######## design 1 ########
**Design 1: sequential cells grouped by signal name**

Scale bar: 10 µm. Other sequential cells in the stronger gray, the rest of the logic in the fainter gray.
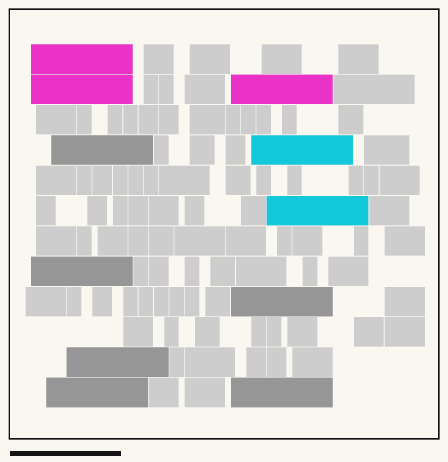

### src/rtl/gate_pkg.sv
// rtl/gate_pkg.sv - shared mode and FSM state encodings for gate blocks
package gate_pkg;

  // FSM state encodings for the sweep controller
  localparam logic [1:0] ST_IDLE  = 2'd0;
  localparam logic [1:0] ST_SWEEP = 2'd1;
  localparam logic [1:0] ST_DONE  = 2'd2;

  // Gate function encodings; any other value is reserved and yields 0
  localparam int MODE_AND  = 0;
  localparam int MODE_OR   = 1;
  localparam int MODE_NAND = 2;
  localparam int MODE_NOR  = 3;
  localparam int MODE_XOR  = 4;
  localparam int MODE_XNOR = 5;

endpackage

### src/rtl/gate_reduce.sv
// rtl/gate_reduce.sv - combinational mode-selected reduction over an N-bit vector
import gate_pkg::*;

module gate_reduce #(
  parameter int N      = 2,
  parameter int MODE_W = 3
) (
  input  logic [MODE_W-1:0] mode,
  input  logic [N-1:0]      vector,
  output logic              y
);

  // Select the reduction; reserved modes force 0
  always_comb begin
    y = 1'b0;
    case (mode)
      MODE_W'(MODE_AND):  y = &vector;
      MODE_W'(MODE_OR):   y = |vector;
      MODE_W'(MODE_NAND): y = ~&vector;
      MODE_W'(MODE_NOR):  y = ~|vector;
      MODE_W'(MODE_XOR):  y = ^vector;
      MODE_W'(MODE_XNOR): y = ~^vector;
      default:            y = 1'b0;
    endcase
  end

endmodule

### src/rtl/gate_sweep.sv
// rtl/gate_sweep.sv - walks every truth-table row of an N-input gate with backpressure
import gate_pkg::*;

module gate_sweep #(
  parameter int N      = 2,
  parameter int MODE_W = 3
) (
  input  logic              clk,
  input  logic              rst,
  input  logic              start,
  input  logic [MODE_W-1:0] mode,
  input  logic              abort,
  input  logic              out_ready,
  output logic              row_valid,
  output logic [N-1:0]      row_in,
  output logic              row_out,
  output logic              busy,
  output logic              done,
  output logic [N:0]        ones_count
);

  // Index of the final row; the counter stops here instead of wrapping
  localparam logic [N:0] LAST_ROW = (N+1)'((1 << N) - 1);

  logic [1:0]        state;
  logic [N:0]        cnt;
  logic [MODE_W-1:0] mode_q;
  logic [N:0]        ones_q;

  // Result depends only on the latched mode and the row counter
  gate_reduce #(.N(N), .MODE_W(MODE_W)) u_reduce (
    .mode   (mode_q),
    .vector (cnt[N-1:0]),
    .y      (row_out)
  );

  // Sweep controller: abort takes priority over accepting the current row
  always_ff @(posedge clk or posedge rst) begin
    if (rst) begin
      state  <= ST_IDLE;
      cnt    <= '0;
      mode_q <= '0;
      ones_q <= '0;
    end else begin
      case (state)
        ST_IDLE: begin
          if (start) begin
            mode_q <= mode;
            cnt    <= '0;
            ones_q <= '0;
            state  <= ST_SWEEP;
          end
        end
        ST_SWEEP: begin
          if (abort) begin
            state <= ST_IDLE;
          end else if (out_ready) begin
            if (row_out) begin
              ones_q <= ones_q + (N+1)'(1);
            end
            if (cnt == LAST_ROW) begin
              state <= ST_DONE;
            end else begin
              cnt <= cnt + (N+1)'(1);
            end
          end
        end
        ST_DONE: begin
          state <= ST_IDLE;
        end
        default: begin
          state <= ST_IDLE;
        end
      endcase
    end
  end

  assign row_valid  = (state == ST_SWEEP);
  assign busy       = (state == ST_SWEEP);
  assign done       = (state == ST_DONE);
  assign row_in     = cnt[N-1:0];
  assign ones_count = ones_q;

endmodule

### config.mk
export PLATFORM = sky130hd
export DESIGN_NAME = gate_sweep
export DESIGN_NICKNAME = d
export VERILOG_FILES = /design/src/rtl/gate_pkg.sv /design/src/rtl/gate_reduce.sv /design/src/rtl/gate_sweep.sv
export SDC_FILE = /design/constraint.sdc
export NUM_CORES = 1
export LEC_CHECK = 0
export ABC_AREA = 1
export CORE_UTILIZATION = 49
export CTS_BUF_LIST = sky130_fd_sc_hd__clkbuf_4 sky130_fd_sc_hd__clkbuf_8 sky130_fd_sc_hd__clkbuf_16
export CTS_CLUSTER_SIZE = 40
export DETAILED_ROUTE_END_ITERATION = 7
export GPL_TIMING_DRIVEN = 0
export PLACE_DENSITY = 0.8
export SLEW_MARGIN = 10
export SYNTH_ARGS = -nofsm -noshare
export SYNTH_HDL_FRONTEND = slang
export SYNTH_SLANG_ARGS = --single-unit
export TNS_END_PERCENT = 30
### constraint.sdc
create_clock -name clk -period 2.2 [get_ports clk]
set_input_delay 0.55 -clock clk [delete_from_list [all_inputs] [get_ports clk]]
set_output_delay 0.55 -clock clk [all_outputs]
set_load 0.01 [all_outputs]
######## design 2 ########
$ cat config.mk
export PLATFORM = sky130hd
export DESIGN_NAME = par_to_ser_flat
export DESIGN_NICKNAME = d
export VERILOG_FILES = /design/src/rtl/par_to_ser_pkg.sv /design/src/rtl/par_to_ser_if.sv /design/src/rtl/par_to_ser_shreg.sv /design/src/rtl/par_to_ser.sv /design/src/flat_wrapper.sv
export SDC_FILE = /design/constraint.sdc
export NUM_CORES = 1
export LEC_CHECK = 0
export ABC_AREA = 1
export CAP_MARGIN = 20
export CORE_MARGIN = 3
export CORE_UTILIZATION = 40
export DETAILED_ROUTE_END_ITERATION = 10
export HOLD_SLACK_MARGIN = 0.03
export PLACE_DENSITY_LB_ADDON = 0.1
export SYNTH_ARGS = -nofsm -noshare
export SYNTH_HDL_FRONTEND = slang
export SYNTH_HIERARCHICAL = 1
export SYNTH_SLANG_ARGS = --single-unit
$ cat constraint.sdc
create_clock -name clk -period 1.3 [get_ports clk]
set_input_delay 0.26 -clock clk [delete_from_list [all_inputs] [get_ports clk]]
set_output_delay 0.26 -clock clk [all_outputs]
set_load 0.005 [all_outputs]
$ cat src/rtl/par_to_ser_pkg.sv
// Shared types and sizing helpers for the par_to_ser parallel-to-serial converter.
package par_to_ser_pkg;

  localparam int unsigned DATA_W_DEF     = 8;
  localparam int unsigned SERIAL_LEN_DEF = 8;

  typedef enum logic {
    IDLE,
    SHIFT
  } state_t;

  // Bits needed to hold a frame-bit count of 0..frame_len.
  function automatic int unsigned cnt_width(input int unsigned frame_len);
    return $clog2(frame_len + 1);
  endfunction

endpackage

$ cat src/rtl/par_to_ser_if.sv
// Producer-side bus of par_to_ser: load strobe, parallel word and serial/status returns.
interface par_to_ser_if #(
  parameter int unsigned DATA_W = par_to_ser_pkg::DATA_W_DEF
);

  logic              load;
  logic [DATA_W-1:0] parallel_in;
  logic              serial_out;
  logic              busy;
  logic              done;

  modport master (
    output load,
    output parallel_in,
    input  serial_out,
    input  busy,
    input  done
  );

  modport slave (
    input  load,
    input  parallel_in,
    output serial_out,
    output busy,
    output done
  );

endinterface

$ cat src/rtl/par_to_ser_shreg.sv
// Loadable left-shift register; tap is the MSB the register will present after the next shift.
module par_to_ser_shreg
  import par_to_ser_pkg::*;
#(
  parameter int unsigned DATA_W = DATA_W_DEF
) (
  input  logic              clk,
  input  logic              rst,
  input  logic              load,
  input  logic              shift,
  input  logic [DATA_W-1:0] d,
  output logic              tap
);

  logic [DATA_W-1:0] q;
  logic [DATA_W-1:0] q_shl;

  assign q_shl = q << 1;
  assign tap   = q_shl[DATA_W-1];

  always_ff @(posedge clk or posedge rst) begin
    if (rst) begin
      q <= '0;
    end else if (load) begin
      q <= d;
    end else if (shift) begin
      q <= q_shl;
    end
  end

endmodule

$ cat src/rtl/par_to_ser.sv
// Parallel-to-serial converter, MSB first, with busy/done pacing status.
// Optional even-parity trailer bit enabled by defining PAR_TO_SER_PARITY_EN.
module par_to_ser
  import par_to_ser_pkg::*;
#(
  parameter int unsigned DATA_W     = DATA_W_DEF,
  parameter int unsigned SERIAL_LEN = SERIAL_LEN_DEF
) (
  input  logic         clk,
  input  logic         rst,
  par_to_ser_if.slave  bus
);

`ifdef PAR_TO_SER_PARITY_EN
  localparam int unsigned FRAME_LEN = SERIAL_LEN + 1;
`else
  localparam int unsigned FRAME_LEN = SERIAL_LEN;
`endif
  localparam int unsigned CNT_W = cnt_width(FRAME_LEN);

  state_t           state;
  logic [CNT_W-1:0] cnt;
  logic             serial_q;
  logic             busy_q;
  logic             done_q;
  logic             shreg_tap;
  logic             next_bit;

  par_to_ser_shreg #(
    .DATA_W (DATA_W)
  ) u_shreg (
    .clk   (clk),
    .rst   (rst),
    .load  (bus.load),
    .shift (state == SHIFT),
    .d     (bus.parallel_in),
    .tap   (shreg_tap)
  );

`ifdef PAR_TO_SER_PARITY_EN
  logic parity;

  always_ff @(posedge clk or posedge rst) begin
    if (rst) begin
      parity <= 1'b0;
    end else if (bus.load) begin
      parity <= ^bus.parallel_in[DATA_W-1 -: SERIAL_LEN];
    end
  end

  // cnt==2 means the next cycle is the last one of the frame: the parity slot.
  always_comb begin
    next_bit = shreg_tap;
    if (cnt == CNT_W'(2)) begin
      next_bit = parity;
    end
  end
`else
  always_comb begin
    next_bit = shreg_tap;
  end
`endif

  // cnt holds the number of frame cycles remaining, including the current one.
  always_ff @(posedge clk or posedge rst) begin
    if (rst) begin
      state    <= IDLE;
      cnt      <= '0;
      serial_q <= 1'b0;
      busy_q   <= 1'b0;
      done_q   <= 1'b0;
    end else if (bus.load) begin
      state    <= SHIFT;
      cnt      <= CNT_W'(FRAME_LEN);
      serial_q <= bus.parallel_in[DATA_W-1];
      busy_q   <= 1'b1;
      done_q   <= (FRAME_LEN == 1);
    end else begin
      case (state)
        SHIFT: begin
          if (cnt == CNT_W'(1)) begin
            state    <= IDLE;
            cnt      <= '0;
            serial_q <= 1'b0;
            busy_q   <= 1'b0;
            done_q   <= 1'b0;
          end else begin
            cnt      <= cnt - CNT_W'(1);
            serial_q <= next_bit;
            done_q   <= (cnt == CNT_W'(2));
          end
        end
        default: begin
          state    <= IDLE;
          cnt      <= '0;
          serial_q <= 1'b0;
          busy_q   <= 1'b0;
          done_q   <= 1'b0;
        end
      endcase
    end
  end

  assign bus.serial_out = serial_q;
  assign bus.busy       = busy_q;
  assign bus.done       = done_q;

endmodule

$ cat src/flat_wrapper.sv
// flat-port wrapper written by rule: the top's interface ports become plain ports
module par_to_ser_flat import par_to_ser_pkg::*;
#(
  parameter int unsigned DATA_W     = DATA_W_DEF,
  parameter int unsigned SERIAL_LEN = SERIAL_LEN_DEF
)
  (clk, rst, bus_load, bus_parallel_in, bus_serial_out, bus_busy, bus_done);
  par_to_ser_if #(.DATA_W(DATA_W)) bus_i ();
  input  logic clk;
  input  logic rst;
  input wire logic [$bits(bus_i.load)-1:0] bus_load;
  input wire logic [$bits(bus_i.parallel_in)-1:0] bus_parallel_in;
  output wire logic [$bits(bus_i.serial_out)-1:0] bus_serial_out;
  output wire logic [$bits(bus_i.busy)-1:0] bus_busy;
  output wire logic [$bits(bus_i.done)-1:0] bus_done;
  assign bus_i.load = bus_load;
  assign bus_i.parallel_in = bus_parallel_in;
  assign bus_serial_out = bus_i.serial_out;
  assign bus_busy = bus_i.busy;
  assign bus_done = bus_i.done;
  par_to_ser #(.DATA_W(DATA_W), .SERIAL_LEN(SERIAL_LEN)) u_core (.clk(clk), .rst(rst), .bus(bus_i));
endmodule
**Design 1: nets reached from selected ports**

Scale bar: 10 µm.
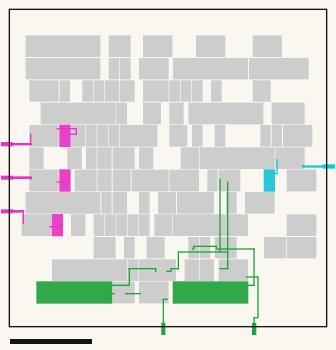
`row_in` -> green  # bits 2, direction output, end cells 2, wire 65.2 µm
`done` -> cyan  # bits 1, direction output, end cells 1, wire 5.30 µm
`mode` -> magenta  # bits 3, direction input, end cells 3, wire 15.5 µm
PortBufs: 16
Top Ports: 17

## Picture notes: 'sequential cells grouped by signal name' of design 1
`state` -> cyan  # placed flops 2
`ones_count` -> magenta  # placed flops 3
not colored = 6
Register Area: 275.3 µm²
sequential power: 294 µW

==> flow_summary.toml, design 1 <==
# yosys + openroad results
[run_status]
outcome = "finished, final reports clean"

[power]
power_leakage_nw = 0.4383
finalPower_uw = 850.6
peakVddDrop_mv = 0.6192
p_clk_uw = 149
swShare = 0.3701

[sta]
finClkSkew_ns = 0.0008907
setup_viol = 0

[worst_setup_path]
path_cells = "inv_2, nor2_4, buf_4, clkdlybuf4s50_1"
rrSetupSlack_ns = 0.69

[min_path]
hp-class = "reg2reg"
worstHoldStart = "ones_count[1]$_DFFE_PP0P_"

[cells_and_area]
logic_area_um2 = 296.5
n_clock_buffer = 4

[logic_synthesis]
top_cell_area_share = 0.4239
synthTopCellsByCount = "nand2_1 (14), dfrtp_1 (11), inv_1 (11)"
xor_share = 0.01349
synth_nets = 90

[die]
dieWidth_um = 38.41

[drt]
ant_nets = 0
drtIter0Drc = 9
[design 1: worst register-to-register path: stages (launching register included)]
cell and delay [ns]:
dfrtp_1 0.35, inv_1 0.07, ha_1 0.31, inv_1 0.08, nand2_1 0.05, nand3_1 0.08, nand3_1 0.09, nand3_1 0.15
nand2_2 0.09, nand2_1 0.07, nand2_1 0.05
[design 1: per-layer routing]
layer  track usage  vias to the layer above  wire length [µm]
met3       0.02326                        6                68
met1        0.2772                      245               524
met2        0.3263                       22               513
met5             0                        -                 0
li1              -                      286                 -
met4        0.1207                        0                27
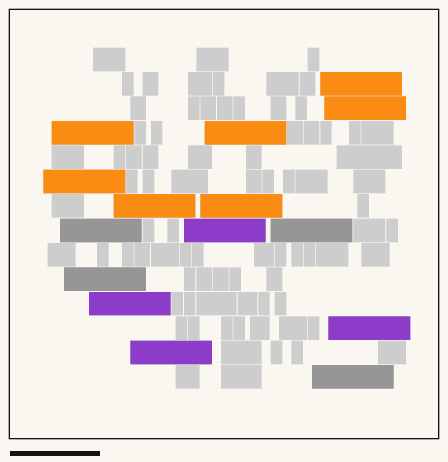
**Above:** design 2 (sequential cells grouped by signal name).
Scale bar: 10 µm. Other sequential cells in the stronger gray, the rest of the logic in the fainter gray.
`u_core/cnt` -> purple  # placed flops 4
`u_core/u_shreg/q` -> orange  # placed flops 7
Register Area: 375.4 µm²
Seq/total area: 0.4286
sequential power: 620 µW

==> flow_summary.toml, design 2 <==
# yosys + openroad results
[grt]
grt_use_met1 = 0.1878

[sta]
min_period_ns = 1.184
fmax_mhz = 844.3
post-route-period-util = 0.9110
tightest_slew_ns = 0.4197
finClkSkew_ns = 0.003174
rsz0062_at_grt = "no"

[worst_setup_path]
timing.rr.end = "u_core/bus.done$_DFF_PP0_"
worstSetupPathType = "reg2out"
arrival_ns = 0.92
cp-start-kind = "register"
cp_slowest_cell = "dfrtp_1"
reg2reg_depth = 4
endpoint = "bus_busy"

[power]
p_clk_frac = 0.225
p_sw_uw = 361.6
power_leakage_nw = 0.4363
peakVddDrop_mv = 0.6136
combPwrFrac = 0.245
swShare = 0.3089
powerDensity_nw_per_um2 = 1337

[cells_and_area]
drive_gt1_frac = 0.1250
finish.utilization = 0.5556
fillers = 155
antenna_cells = 0
lay_top_cells = "nand2_1 (21), nand3_1 (15), dfrtp_1 (15)"

[logic_synthesis]
async_flop_share = 1.000
top_cell_area_share = 0.5405
synth_area_um2 = 694.4
netlist_instances = 79
ys_sh_adder = 0.05405

[die]
io_pins = 14
dieWidth_um = 47.67
fp_util = 0.4405

[drt]
drc = 0
drt-total-wl_um = 1238
wl_met2_um = 482
top_layer_used = "met4"
drtIter0Drc = 13
dr.pass1.iters = 4

[cts]
cts_setup_buffers = 0
cts.sinks = 15
cts-htree-levels = 1
cts_hold_buf = 0

[run]
max_cap_viol_count = 0

[min_path]
hp-class = "in2async"

[run_status]
outcome = "finished, final reports clean"

[placed_design]
hpwlAfterDp_um = 913
## design 2: stage by stage
stage	instances	hold WS (ns)
3_5_place_dp	108	0.4456
3_3_place_gp	108	0.4462
5_1_grt	112	0.2427
6_report	112	0.2261
4_1_cts	112	0.2282
2_1_floorplan	79	0.06340
## design 2: layout make-up
class | count | area, µm² | area share
inverters | 10 | 37.54 | 0.04286
flip-flops and latches | 15 | 375.4 | 0.4286
clock buffers | 4 | 26.28 | 0.03000
multi-input cells | 53 | 270.3 | 0.3086
repair buffers | 14 | 146.4 | 0.1671
well taps | 16 | 20.02 | 0.02286

######## design 3 ########
[src/rtl/gate_pkg.sv]
// Shared types and constants for the 2-input gate identifier.
package gate_pkg;

    localparam int unsigned CNT_W  = 8;
    localparam int unsigned IDX_W  = 2;
    localparam int unsigned TT_W   = 4;
    localparam int unsigned GATE_W = 3;

    typedef logic [GATE_W-1:0] gate_code_t;

    localparam gate_code_t GATE_AND     = 3'd0;
    localparam gate_code_t GATE_OR      = 3'd1;
    localparam gate_code_t GATE_NAND    = 3'd2;
    localparam gate_code_t GATE_NOR     = 3'd3;
    localparam gate_code_t GATE_XOR     = 3'd4;
    localparam gate_code_t GATE_XNOR    = 3'd5;
    localparam gate_code_t GATE_NOT_IN1 = 3'd6;
    localparam gate_code_t GATE_OTHER   = 3'd7;

    typedef enum logic [1:0] {
        ST_IDLE,
        ST_DRIVE,
        ST_DECODE,
        ST_DONE
    } state_t;

endpackage

[src/rtl/gate_decode.sv]
// Combinational mapping from a captured truth table (bit index = {in1,in2}) to a gate code.
module gate_decode
    import gate_pkg::*;
(
    input  logic [TT_W-1:0] truth,
    output gate_code_t      gate_id
);

    always_comb begin
        gate_id = GATE_OTHER;
        case (truth)
            4'b1000: gate_id = GATE_AND;
            4'b1110: gate_id = GATE_OR;
            4'b0111: gate_id = GATE_NAND;
            4'b0001: gate_id = GATE_NOR;
            4'b0110: gate_id = GATE_XOR;
            4'b1001: gate_id = GATE_XNOR;
            4'b0011: gate_id = GATE_NOT_IN1;
            default: gate_id = GATE_OTHER;
        endcase
    end

endmodule

[src/rtl/gate_identifier.sv]
// Walks a 2-input gate through all four input vectors, captures its truth table
// and reports which standard gate it implements.
module gate_identifier
    import gate_pkg::*;
#(
    parameter int unsigned SETTLE_CYCLES = 2
) (
    input  logic            clk,
    input  logic            rst,
    input  logic            start,
    output logic            busy,
    output logic            done,
    output logic            dut_in1,
    output logic            dut_in2,
    input  logic            dut_out1,
    output logic [TT_W-1:0] truth,
    output gate_code_t      gate_id
);

    localparam logic [CNT_W-1:0] SETTLE = CNT_W'(SETTLE_CYCLES);

    state_t            state, state_nxt;
    logic [CNT_W-1:0]  cnt, cnt_nxt;
    logic [IDX_W-1:0]  idx, idx_nxt;
    logic [TT_W-1:0]   truth_nxt;
    gate_code_t        gate_id_nxt, decoded_c;
    logic              busy_nxt, done_nxt, in1_nxt, in2_nxt;

    gate_decode u_decode (
        .truth   (truth),
        .gate_id (decoded_c)
    );

    // State and registered outputs
    always_ff @(posedge clk) begin
        if (rst) begin
            state   <= ST_IDLE;
            cnt     <= '0;
            idx     <= '0;
            truth   <= '0;
            gate_id <= GATE_OTHER;
            busy    <= 1'b0;
            done    <= 1'b0;
            dut_in1 <= 1'b0;
            dut_in2 <= 1'b0;
        end else begin
            state   <= state_nxt;
            cnt     <= cnt_nxt;
            idx     <= idx_nxt;
            truth   <= truth_nxt;
            gate_id <= gate_id_nxt;
            busy    <= busy_nxt;
            done    <= done_nxt;
            dut_in1 <= in1_nxt;
            dut_in2 <= in2_nxt;
        end
    end

    // Next-state logic; outputs are computed for the cycle after the edge
    always_comb begin
        state_nxt   = state;
        cnt_nxt     = cnt;
        idx_nxt     = idx;
        truth_nxt   = truth;
        gate_id_nxt = gate_id;
        busy_nxt    = 1'b0;
        done_nxt    = 1'b0;
        in1_nxt     = 1'b0;
        in2_nxt     = 1'b0;

        case (state)
            ST_IDLE: begin
                if (start) begin
                    state_nxt = ST_DRIVE;
                    cnt_nxt   = SETTLE;
                    idx_nxt   = '0;
                    truth_nxt = '0;
                    busy_nxt  = 1'b1;
                end
            end
            ST_DRIVE: begin
                busy_nxt           = 1'b1;
                {in1_nxt, in2_nxt} = idx;
                if (cnt == '0) begin
                    // Last hold cycle of this vector: capture, then advance
                    truth_nxt[idx] = dut_out1;
                    if (idx == 2'd3) begin
                        state_nxt          = ST_DECODE;
                        idx_nxt            = '0;
                        {in1_nxt, in2_nxt} = 2'b00;
                    end else begin
                        idx_nxt            = idx + 2'd1;
                        cnt_nxt            = SETTLE;
                        {in1_nxt, in2_nxt} = idx + 2'd1;
                    end
                end else begin
                    cnt_nxt = cnt - 8'd1;
                end
            end
            ST_DECODE: begin
                gate_id_nxt = decoded_c;
                done_nxt    = 1'b1;
                state_nxt   = ST_DONE;
            end
            ST_DONE: begin
                state_nxt = ST_IDLE;
            end
            default: begin
                state_nxt = ST_IDLE;
            end
        endcase
    end

endmodule

[config.mk]
export PLATFORM = sky130hd
export DESIGN_NAME = gate_identifier
export DESIGN_NICKNAME = d
export VERILOG_FILES = /design/src/rtl/gate_pkg.sv /design/src/rtl/gate_decode.sv /design/src/rtl/gate_identifier.sv
export SDC_FILE = /design/constraint.sdc
export NUM_CORES = 1
export LEC_CHECK = 0
export CORE_ASPECT_RATIO = 1.1
export CORE_MARGIN = 2
export CORE_UTILIZATION = 46
export CTS_CLUSTER_DIAMETER = 30
export DETAILED_ROUTE_END_ITERATION = 8
export PLACE_DENSITY = 0.68
export SYNTH_ARGS = -nofsm -noshare
export SYNTH_HDL_FRONTEND = slang
export SYNTH_HIERARCHICAL = 1
export SYNTH_SLANG_ARGS = --single-unit
[constraint.sdc]
create_clock -name clk -period 2.7 [get_ports clk]
set_clock_uncertainty 0.15 [all_clocks]
set_input_delay 0.27 -clock clk [delete_from_list [all_inputs] [get_ports clk]]
set_output_delay 0.27 -clock clk [all_outputs]
set_load 0.02 [all_outputs]
######## design 4 ########
==> config.mk <==
export PLATFORM = sky130hd
export DESIGN_NAME = fetch_queue
export DESIGN_NICKNAME = d
export VERILOG_FILES = /design/src/rtl/fetch_queue.sv
export SDC_FILE = /design/constraint.sdc
export NUM_CORES = 1
export LEC_CHECK = 0
export ABC_AREA = 1
export ABC_CLOCK_PERIOD_IN_PS = 10900
export CELL_PAD_IN_SITES_DETAIL_PLACEMENT = 0
export CELL_PAD_IN_SITES_GLOBAL_PLACEMENT = 2
export CORE_MARGIN = 2
export CORE_UTILIZATION = 40
export CTS_CLUSTER_SIZE = 28
export DETAILED_ROUTE_END_ITERATION = 10
export PLACE_DENSITY = 0.89
export SKIP_CTS_REPAIR_TIMING = 1
export SYNTH_ARGS = -nofsm -noshare
export SYNTH_HDL_FRONTEND = slang
export SYNTH_SLANG_ARGS = --single-unit
==> constraint.sdc <==
create_clock -name clk -period 10.9 [get_ports clk]
set_input_delay 1.09 -clock clk [delete_from_list [all_inputs] [get_ports clk]]
set_output_delay 1.09 -clock clk [all_outputs]
set_load 0.1 [all_outputs]
==> src/rtl/fetch_queue.sv <==
// fetch_queue: dual-instruction fetch front end.
// Issues paired fetch requests, collects in-order responses into a ring
// buffer and hands instruction pairs to decode. A redirect (flush) empties
// the buffer and arranges for still-in-flight responses to be discarded.
module fetch_queue #(
    parameter int DEPTH = 4
) (
    input  logic                       clk,
    input  logic                       rst,
    input  logic [31:0]                pc_f1,
    input  logic [31:0]                pc_f2,
    output logic                       pc_hold,
    input  logic                       flush,
    output logic                       imem_req_valid,
    output logic [31:0]                imem_req_addr1,
    output logic [31:0]                imem_req_addr2,
    input  logic                       imem_req_ready,
    input  logic                       imem_rsp_valid,
    input  logic [31:0]                imem_rsp_inst1,
    input  logic [31:0]                imem_rsp_inst2,
    output logic                       dec_valid,
    output logic [31:0]                dec_pc1,
    output logic [31:0]                dec_pc2,
    output logic [31:0]                dec_inst1,
    output logic [31:0]                dec_inst2,
    input  logic                       dec_ready,
    output logic [$clog2(DEPTH):0]     occupancy
);
    localparam int IW = $clog2(DEPTH);
    localparam int PW = IW + 1;

    // Pointers carry an extra wrap bit so full and empty are distinguishable.
    logic [PW-1:0] alloc_q, alloc_d;
    logic [PW-1:0] fill_q,  fill_d;
    logic [PW-1:0] rd_q,    rd_d;
    logic [PW-1:0] drop_q,  drop_d;

    logic [31:0] pc1_mem   [DEPTH];
    logic [31:0] pc2_mem   [DEPTH];
    logic [31:0] inst1_mem [DEPTH];
    logic [31:0] inst2_mem [DEPTH];

    logic [PW-1:0] outstanding;
    logic [PW-1:0] filled;
    logic [PW-1:0] drop_sum;
    logic          full;
    logic          req_fire;
    logic          rsp_fill;
    logic          pop;

    assign occupancy   = alloc_q - rd_q;
    assign outstanding = alloc_q - fill_q;
    assign filled      = fill_q - rd_q;
    // Bounded by DEPTH: no new request is issued while drops are pending.
    assign drop_sum    = drop_q + outstanding;
    assign full        = (alloc_q[IW-1:0] == rd_q[IW-1:0]) && (alloc_q[IW] != rd_q[IW]);

    assign imem_req_valid = !rst && !flush && (drop_q == '0) && !full;
    assign imem_req_addr1 = pc_f1;
    assign imem_req_addr2 = pc_f2;
    assign req_fire       = imem_req_valid && imem_req_ready;
    assign pc_hold        = rst ? 1'b1 : (flush ? 1'b0 : !req_fire);

    // A response with nothing outstanding and nothing to drop is spurious.
    assign rsp_fill = imem_rsp_valid && (drop_q == '0) && (outstanding != '0);

    assign dec_valid = !rst && !flush && (filled != '0);
    assign dec_pc1   = pc1_mem[rd_q[IW-1:0]];
    assign dec_pc2   = pc2_mem[rd_q[IW-1:0]];
    assign dec_inst1 = inst1_mem[rd_q[IW-1:0]];
    assign dec_inst2 = inst2_mem[rd_q[IW-1:0]];
    assign pop       = dec_valid && dec_ready;

    // Pointer and drop-count next state; flush overrides push, fill and pop.
    always_comb begin
        alloc_d = alloc_q;
        fill_d  = fill_q;
        rd_d    = rd_q;
        drop_d  = drop_q;
        if (flush) begin
            fill_d = alloc_q;
            rd_d   = alloc_q;
            // A response landing in the flush cycle counts as one dropped.
            if (imem_rsp_valid && (drop_sum != '0))
                drop_d = drop_sum - PW'(1);
            else
                drop_d = drop_sum;
        end else begin
            if (req_fire)
                alloc_d = alloc_q + PW'(1);
            if (rsp_fill)
                fill_d = fill_q + PW'(1);
            if (imem_rsp_valid && (drop_q != '0))
                drop_d = drop_q - PW'(1);
            if (pop)
                rd_d = rd_q + PW'(1);
        end
    end

    // Pointer and drop-count registers.
    always_ff @(posedge clk) begin
        if (rst) begin
            alloc_q <= '0;
            fill_q  <= '0;
            rd_q    <= '0;
            drop_q  <= '0;
        end else begin
            alloc_q <= alloc_d;
            fill_q  <= fill_d;
            rd_q    <= rd_d;
            drop_q  <= drop_d;
        end
    end

    // Entry storage: PCs written on request fire, instructions on fill.
    always_ff @(posedge clk) begin
        if (req_fire) begin
            pc1_mem[alloc_q[IW-1:0]] <= pc_f1;
            pc2_mem[alloc_q[IW-1:0]] <= pc_f2;
        end
        if (rsp_fill && !flush && !rst) begin
            inst1_mem[fill_q[IW-1:0]] <= imem_rsp_inst1;
            inst2_mem[fill_q[IW-1:0]] <= imem_rsp_inst2;
        end
    end
endmodule

==> notes/layouts.md <==
Pictures saved along the way, in no particular order.

Local utilization.
picture 1
Scale bar: 20 µm. The die is cut into 11 by 12 equal tiles; white is low, dark blue is high, 0 to 100% covered.
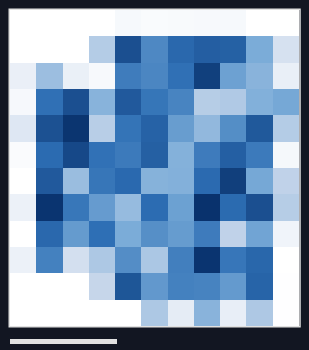
picture 2
Scale bar: 50 µm. The die is cut into 23 by 23 equal tiles; white is low, dark blue is high, 0 to 100% covered.
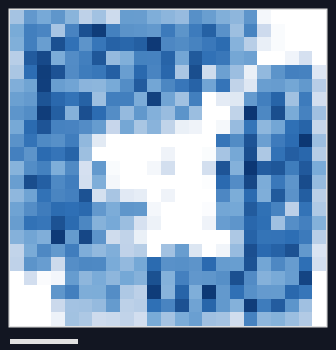
- design 3 = picture 1
- design 4 = picture 2
- largest die: picture 2

Key to picture 1:
fullest tile = 99%
emptiest ninth of the die = north-west
mean over tiles = 44%

**Design 4: placement view**

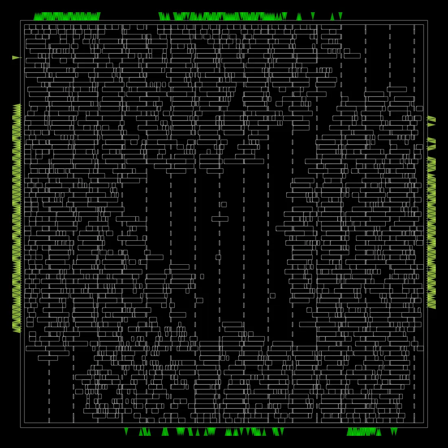
tap cells: 680
fin util: 0.5062
fillcell total: 4297

==> flow_summary.toml, design 4 <==
# yosys + openroad results
[cells_and_area]
nNetsFinal = 1889
num-multi-input-gates = 769

[cts]
cts.sinks = 526
cts_made_buffers = 53
ctsLongestPathBuffers = 3

[logic_synthesis]
yosysWarnings = 0
synth_area_um2 = 20590
synth-seq-cells = 526

[run_status]
outcome = "finished, final reports clean"

[placed_design]
hpwlAfterDp_um = 26770
placed_area_um2 = 24010
io_buffers = 331

[sta]
slew_violations = 0
whs_ns = 0.5466

[grt]
grt_pass1_vias = 12650

[drt]
drc = 0

[power]
combPwrFrac = 0.191

[worst_setup_path]
required_ns = 9.81
path_cells = "buf_4, buf_4, o21ai_0, o22ai_1, clkdlybuf4s50_1"
cp_slowest_cell = "clkdlybuf4s50_1"
==> design 4: layer usage <==
layer / global-route usage / part of all wire / vias to the layer above
li1: - / - / 5936
met1: 0.2225 / 0.41 / 6295
met2: 0.2882 / 0.48 / 403
met3: 0.05089 / 0.085 / 81
met4: 0.05222 / 0.024 / 6
met5: 0 / 0.00086 / -
==> design 4: logic make-up after synthesis <==
group                    share of synthesized area
AND-OR/OR-AND                               0.1088
XOR/XNOR                                  0.002977
adder cells (fa/ha/maj)                    0.01446
buffers and inverters                      0.05128
flip-flops                                  0.7602
AND/OR/NAND/NOR                            0.06234
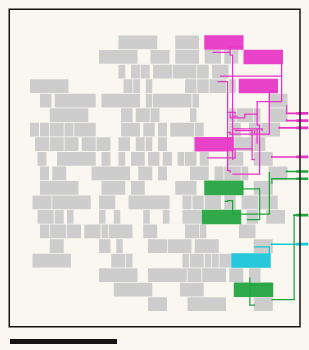
**Above:** design 3 (nets reached from selected ports).
Scale bar: 20 µm.
`truth` -> magenta  # bits 4, direction output, end cells 4, wire 159 µm
`gate_id` -> green  # bits 3, direction output, end cells 3, wire 69.5 µm
`done` -> cyan  # bits 1, direction output, end cells 1, wire 9.50 µm
Top Ports: 15
PortBufs: 14

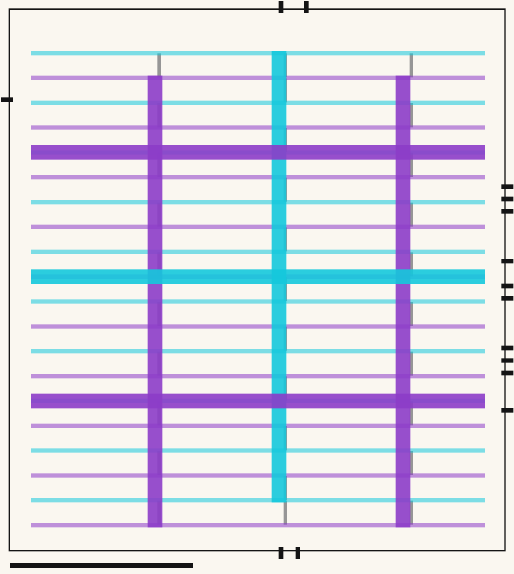
**Above:** design 3 (floorplan with the power grid).
Scale bar: 20 µm. Pins as bars on the die edge. Tap cells in gray.
VSS -> purple
VDD -> cyan
met5 straps = 3
met4 straps = 3
tap cells = 31
Worst VDD drop: 0.7673 mV
Die Y: 59.11 µm

==> flow_summary.toml, design 3 <==
# yosys + openroad results
[logic_synthesis]
ff_type = "dfxtp_1"
top_cell_area_share = 0.3626
synth_area_um2 = 1270
avgSynthCellArea_um2 = 9.071
yosys-top-cells-area = "dfxtp_1 (36%), ha_1 (8.9%), a21oi_1 (5.1%), o31ai_1 (3.5%), nor2b_1 (3.4%)"

[worst_setup_path]
critPathTopFamily = "AND-OR/OR-AND gates"
arrival_ns = 2.44
worst-path-stages = 6
rrSetupSlack_ns = 0.36

[cells_and_area]
nonClkBufAreaFrac = 0.1015
area_growth_pct = 14.58
top_regs = "cnt (8), truth (4), gate_id (3)"
lay_top_cells = "dfxtp_1 (23), clkdlybuf4s50_1 (14), a21oi_1 (13)"
fillers = 268
seq_share = 0.3164

[power]
seq-power_uw = 522
finalPower_mw = 1.640
p_sw_uw = 751.7
combPwrFrac = 0.584

[run_status]
outcome = "finished, final reports clean"

[sta]
tightest_slew_ns = 0.5065
setup_viol = 0
whs_ns = 0.3404
setup-tns-final_ns = 0
hold_viol = 0
max-slew-margin-rel = 0.6609

[min_path]
hold_depth = 2

[grt]
grt_pass1_vias = 985

[cts]
cts.repair.resized = 0
cts_root_buffer = "clkbuf_4"

[drt]
drc = 0
design 3: metal layers:
layer,up-vias,share of wire,track usage
met5,-,0,0
li1,543,-,-
met2,25,0.51,0.3153
met4,0,0.016,0.07143
met3,5,0.030,0.02273
met1,506,0.44,0.2417
design 3: cells by family (layout without fill, tap and decap cells):
kind of cell,Yosys count,count (layout),synth area share
AOI/OAI and AO/OA,36,36,0.1862
xor gates and xnor gates,3,3,0.02069
adders and majority gates,9,9,0.08867
buffers and inverters,14,28,0.04827
DFF,23,23,0.3626
muxes,3,3,0.02463
and+or+nand+nor,52,52,0.2690


==> layout pictures side by side <==
Floorplan with the power grid.
shot_01.png
Scale bar: 50 µm. Pins as bars on the die edge. Tap cells in gray.
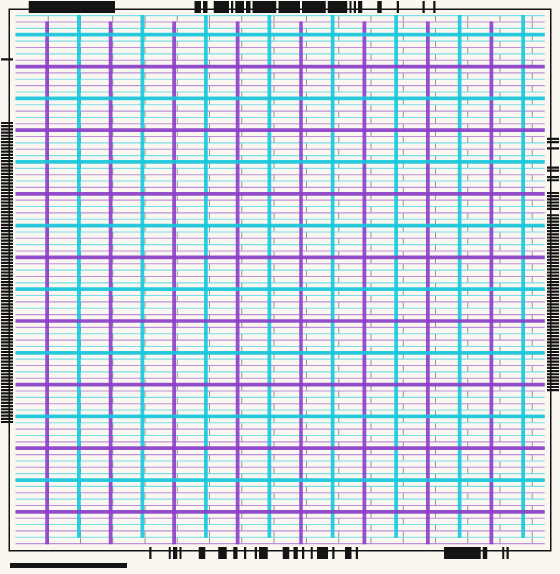
shot_02.png
Scale bar: 10 µm. Pins as bars on the die edge. Tap cells in gray.
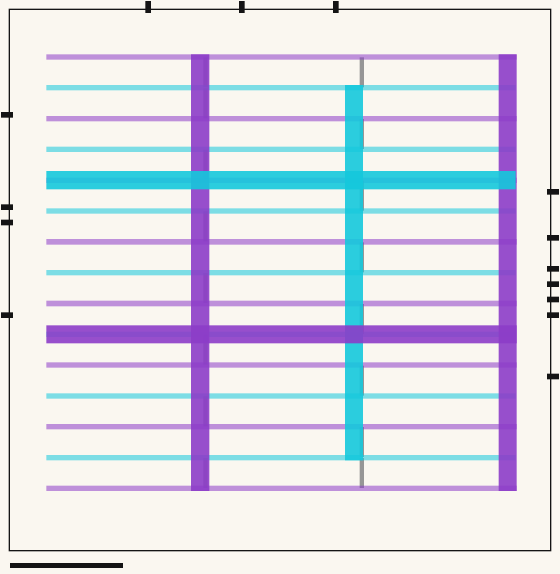
shot_03.png
Scale bar: 10 µm. Pins as bars on the die edge. Tap cells in gray.
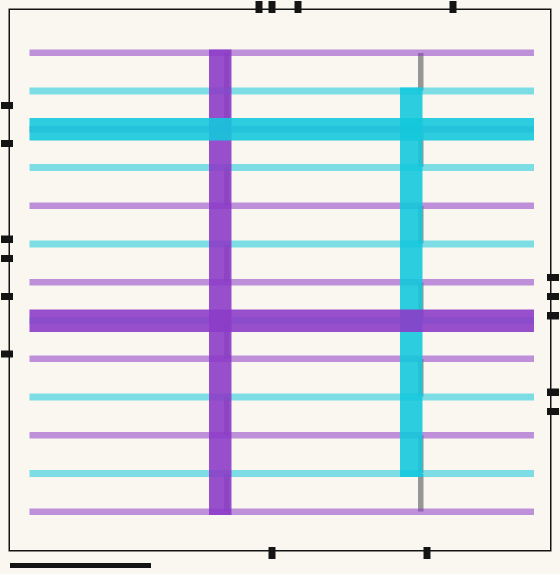
- shot_02.png = design 2
- shot_03.png = design 1
- shot_01.png = design 4
Of these, most pins: shot_01.png
Of these, largest die: shot_01.png

Key to shot_02.png:
VDD -> cyan
VSS -> purple
tap cells = 16
rows = 14
met4 straps = 3

No activity file was given, so power comes from the tool's default toggle rates.
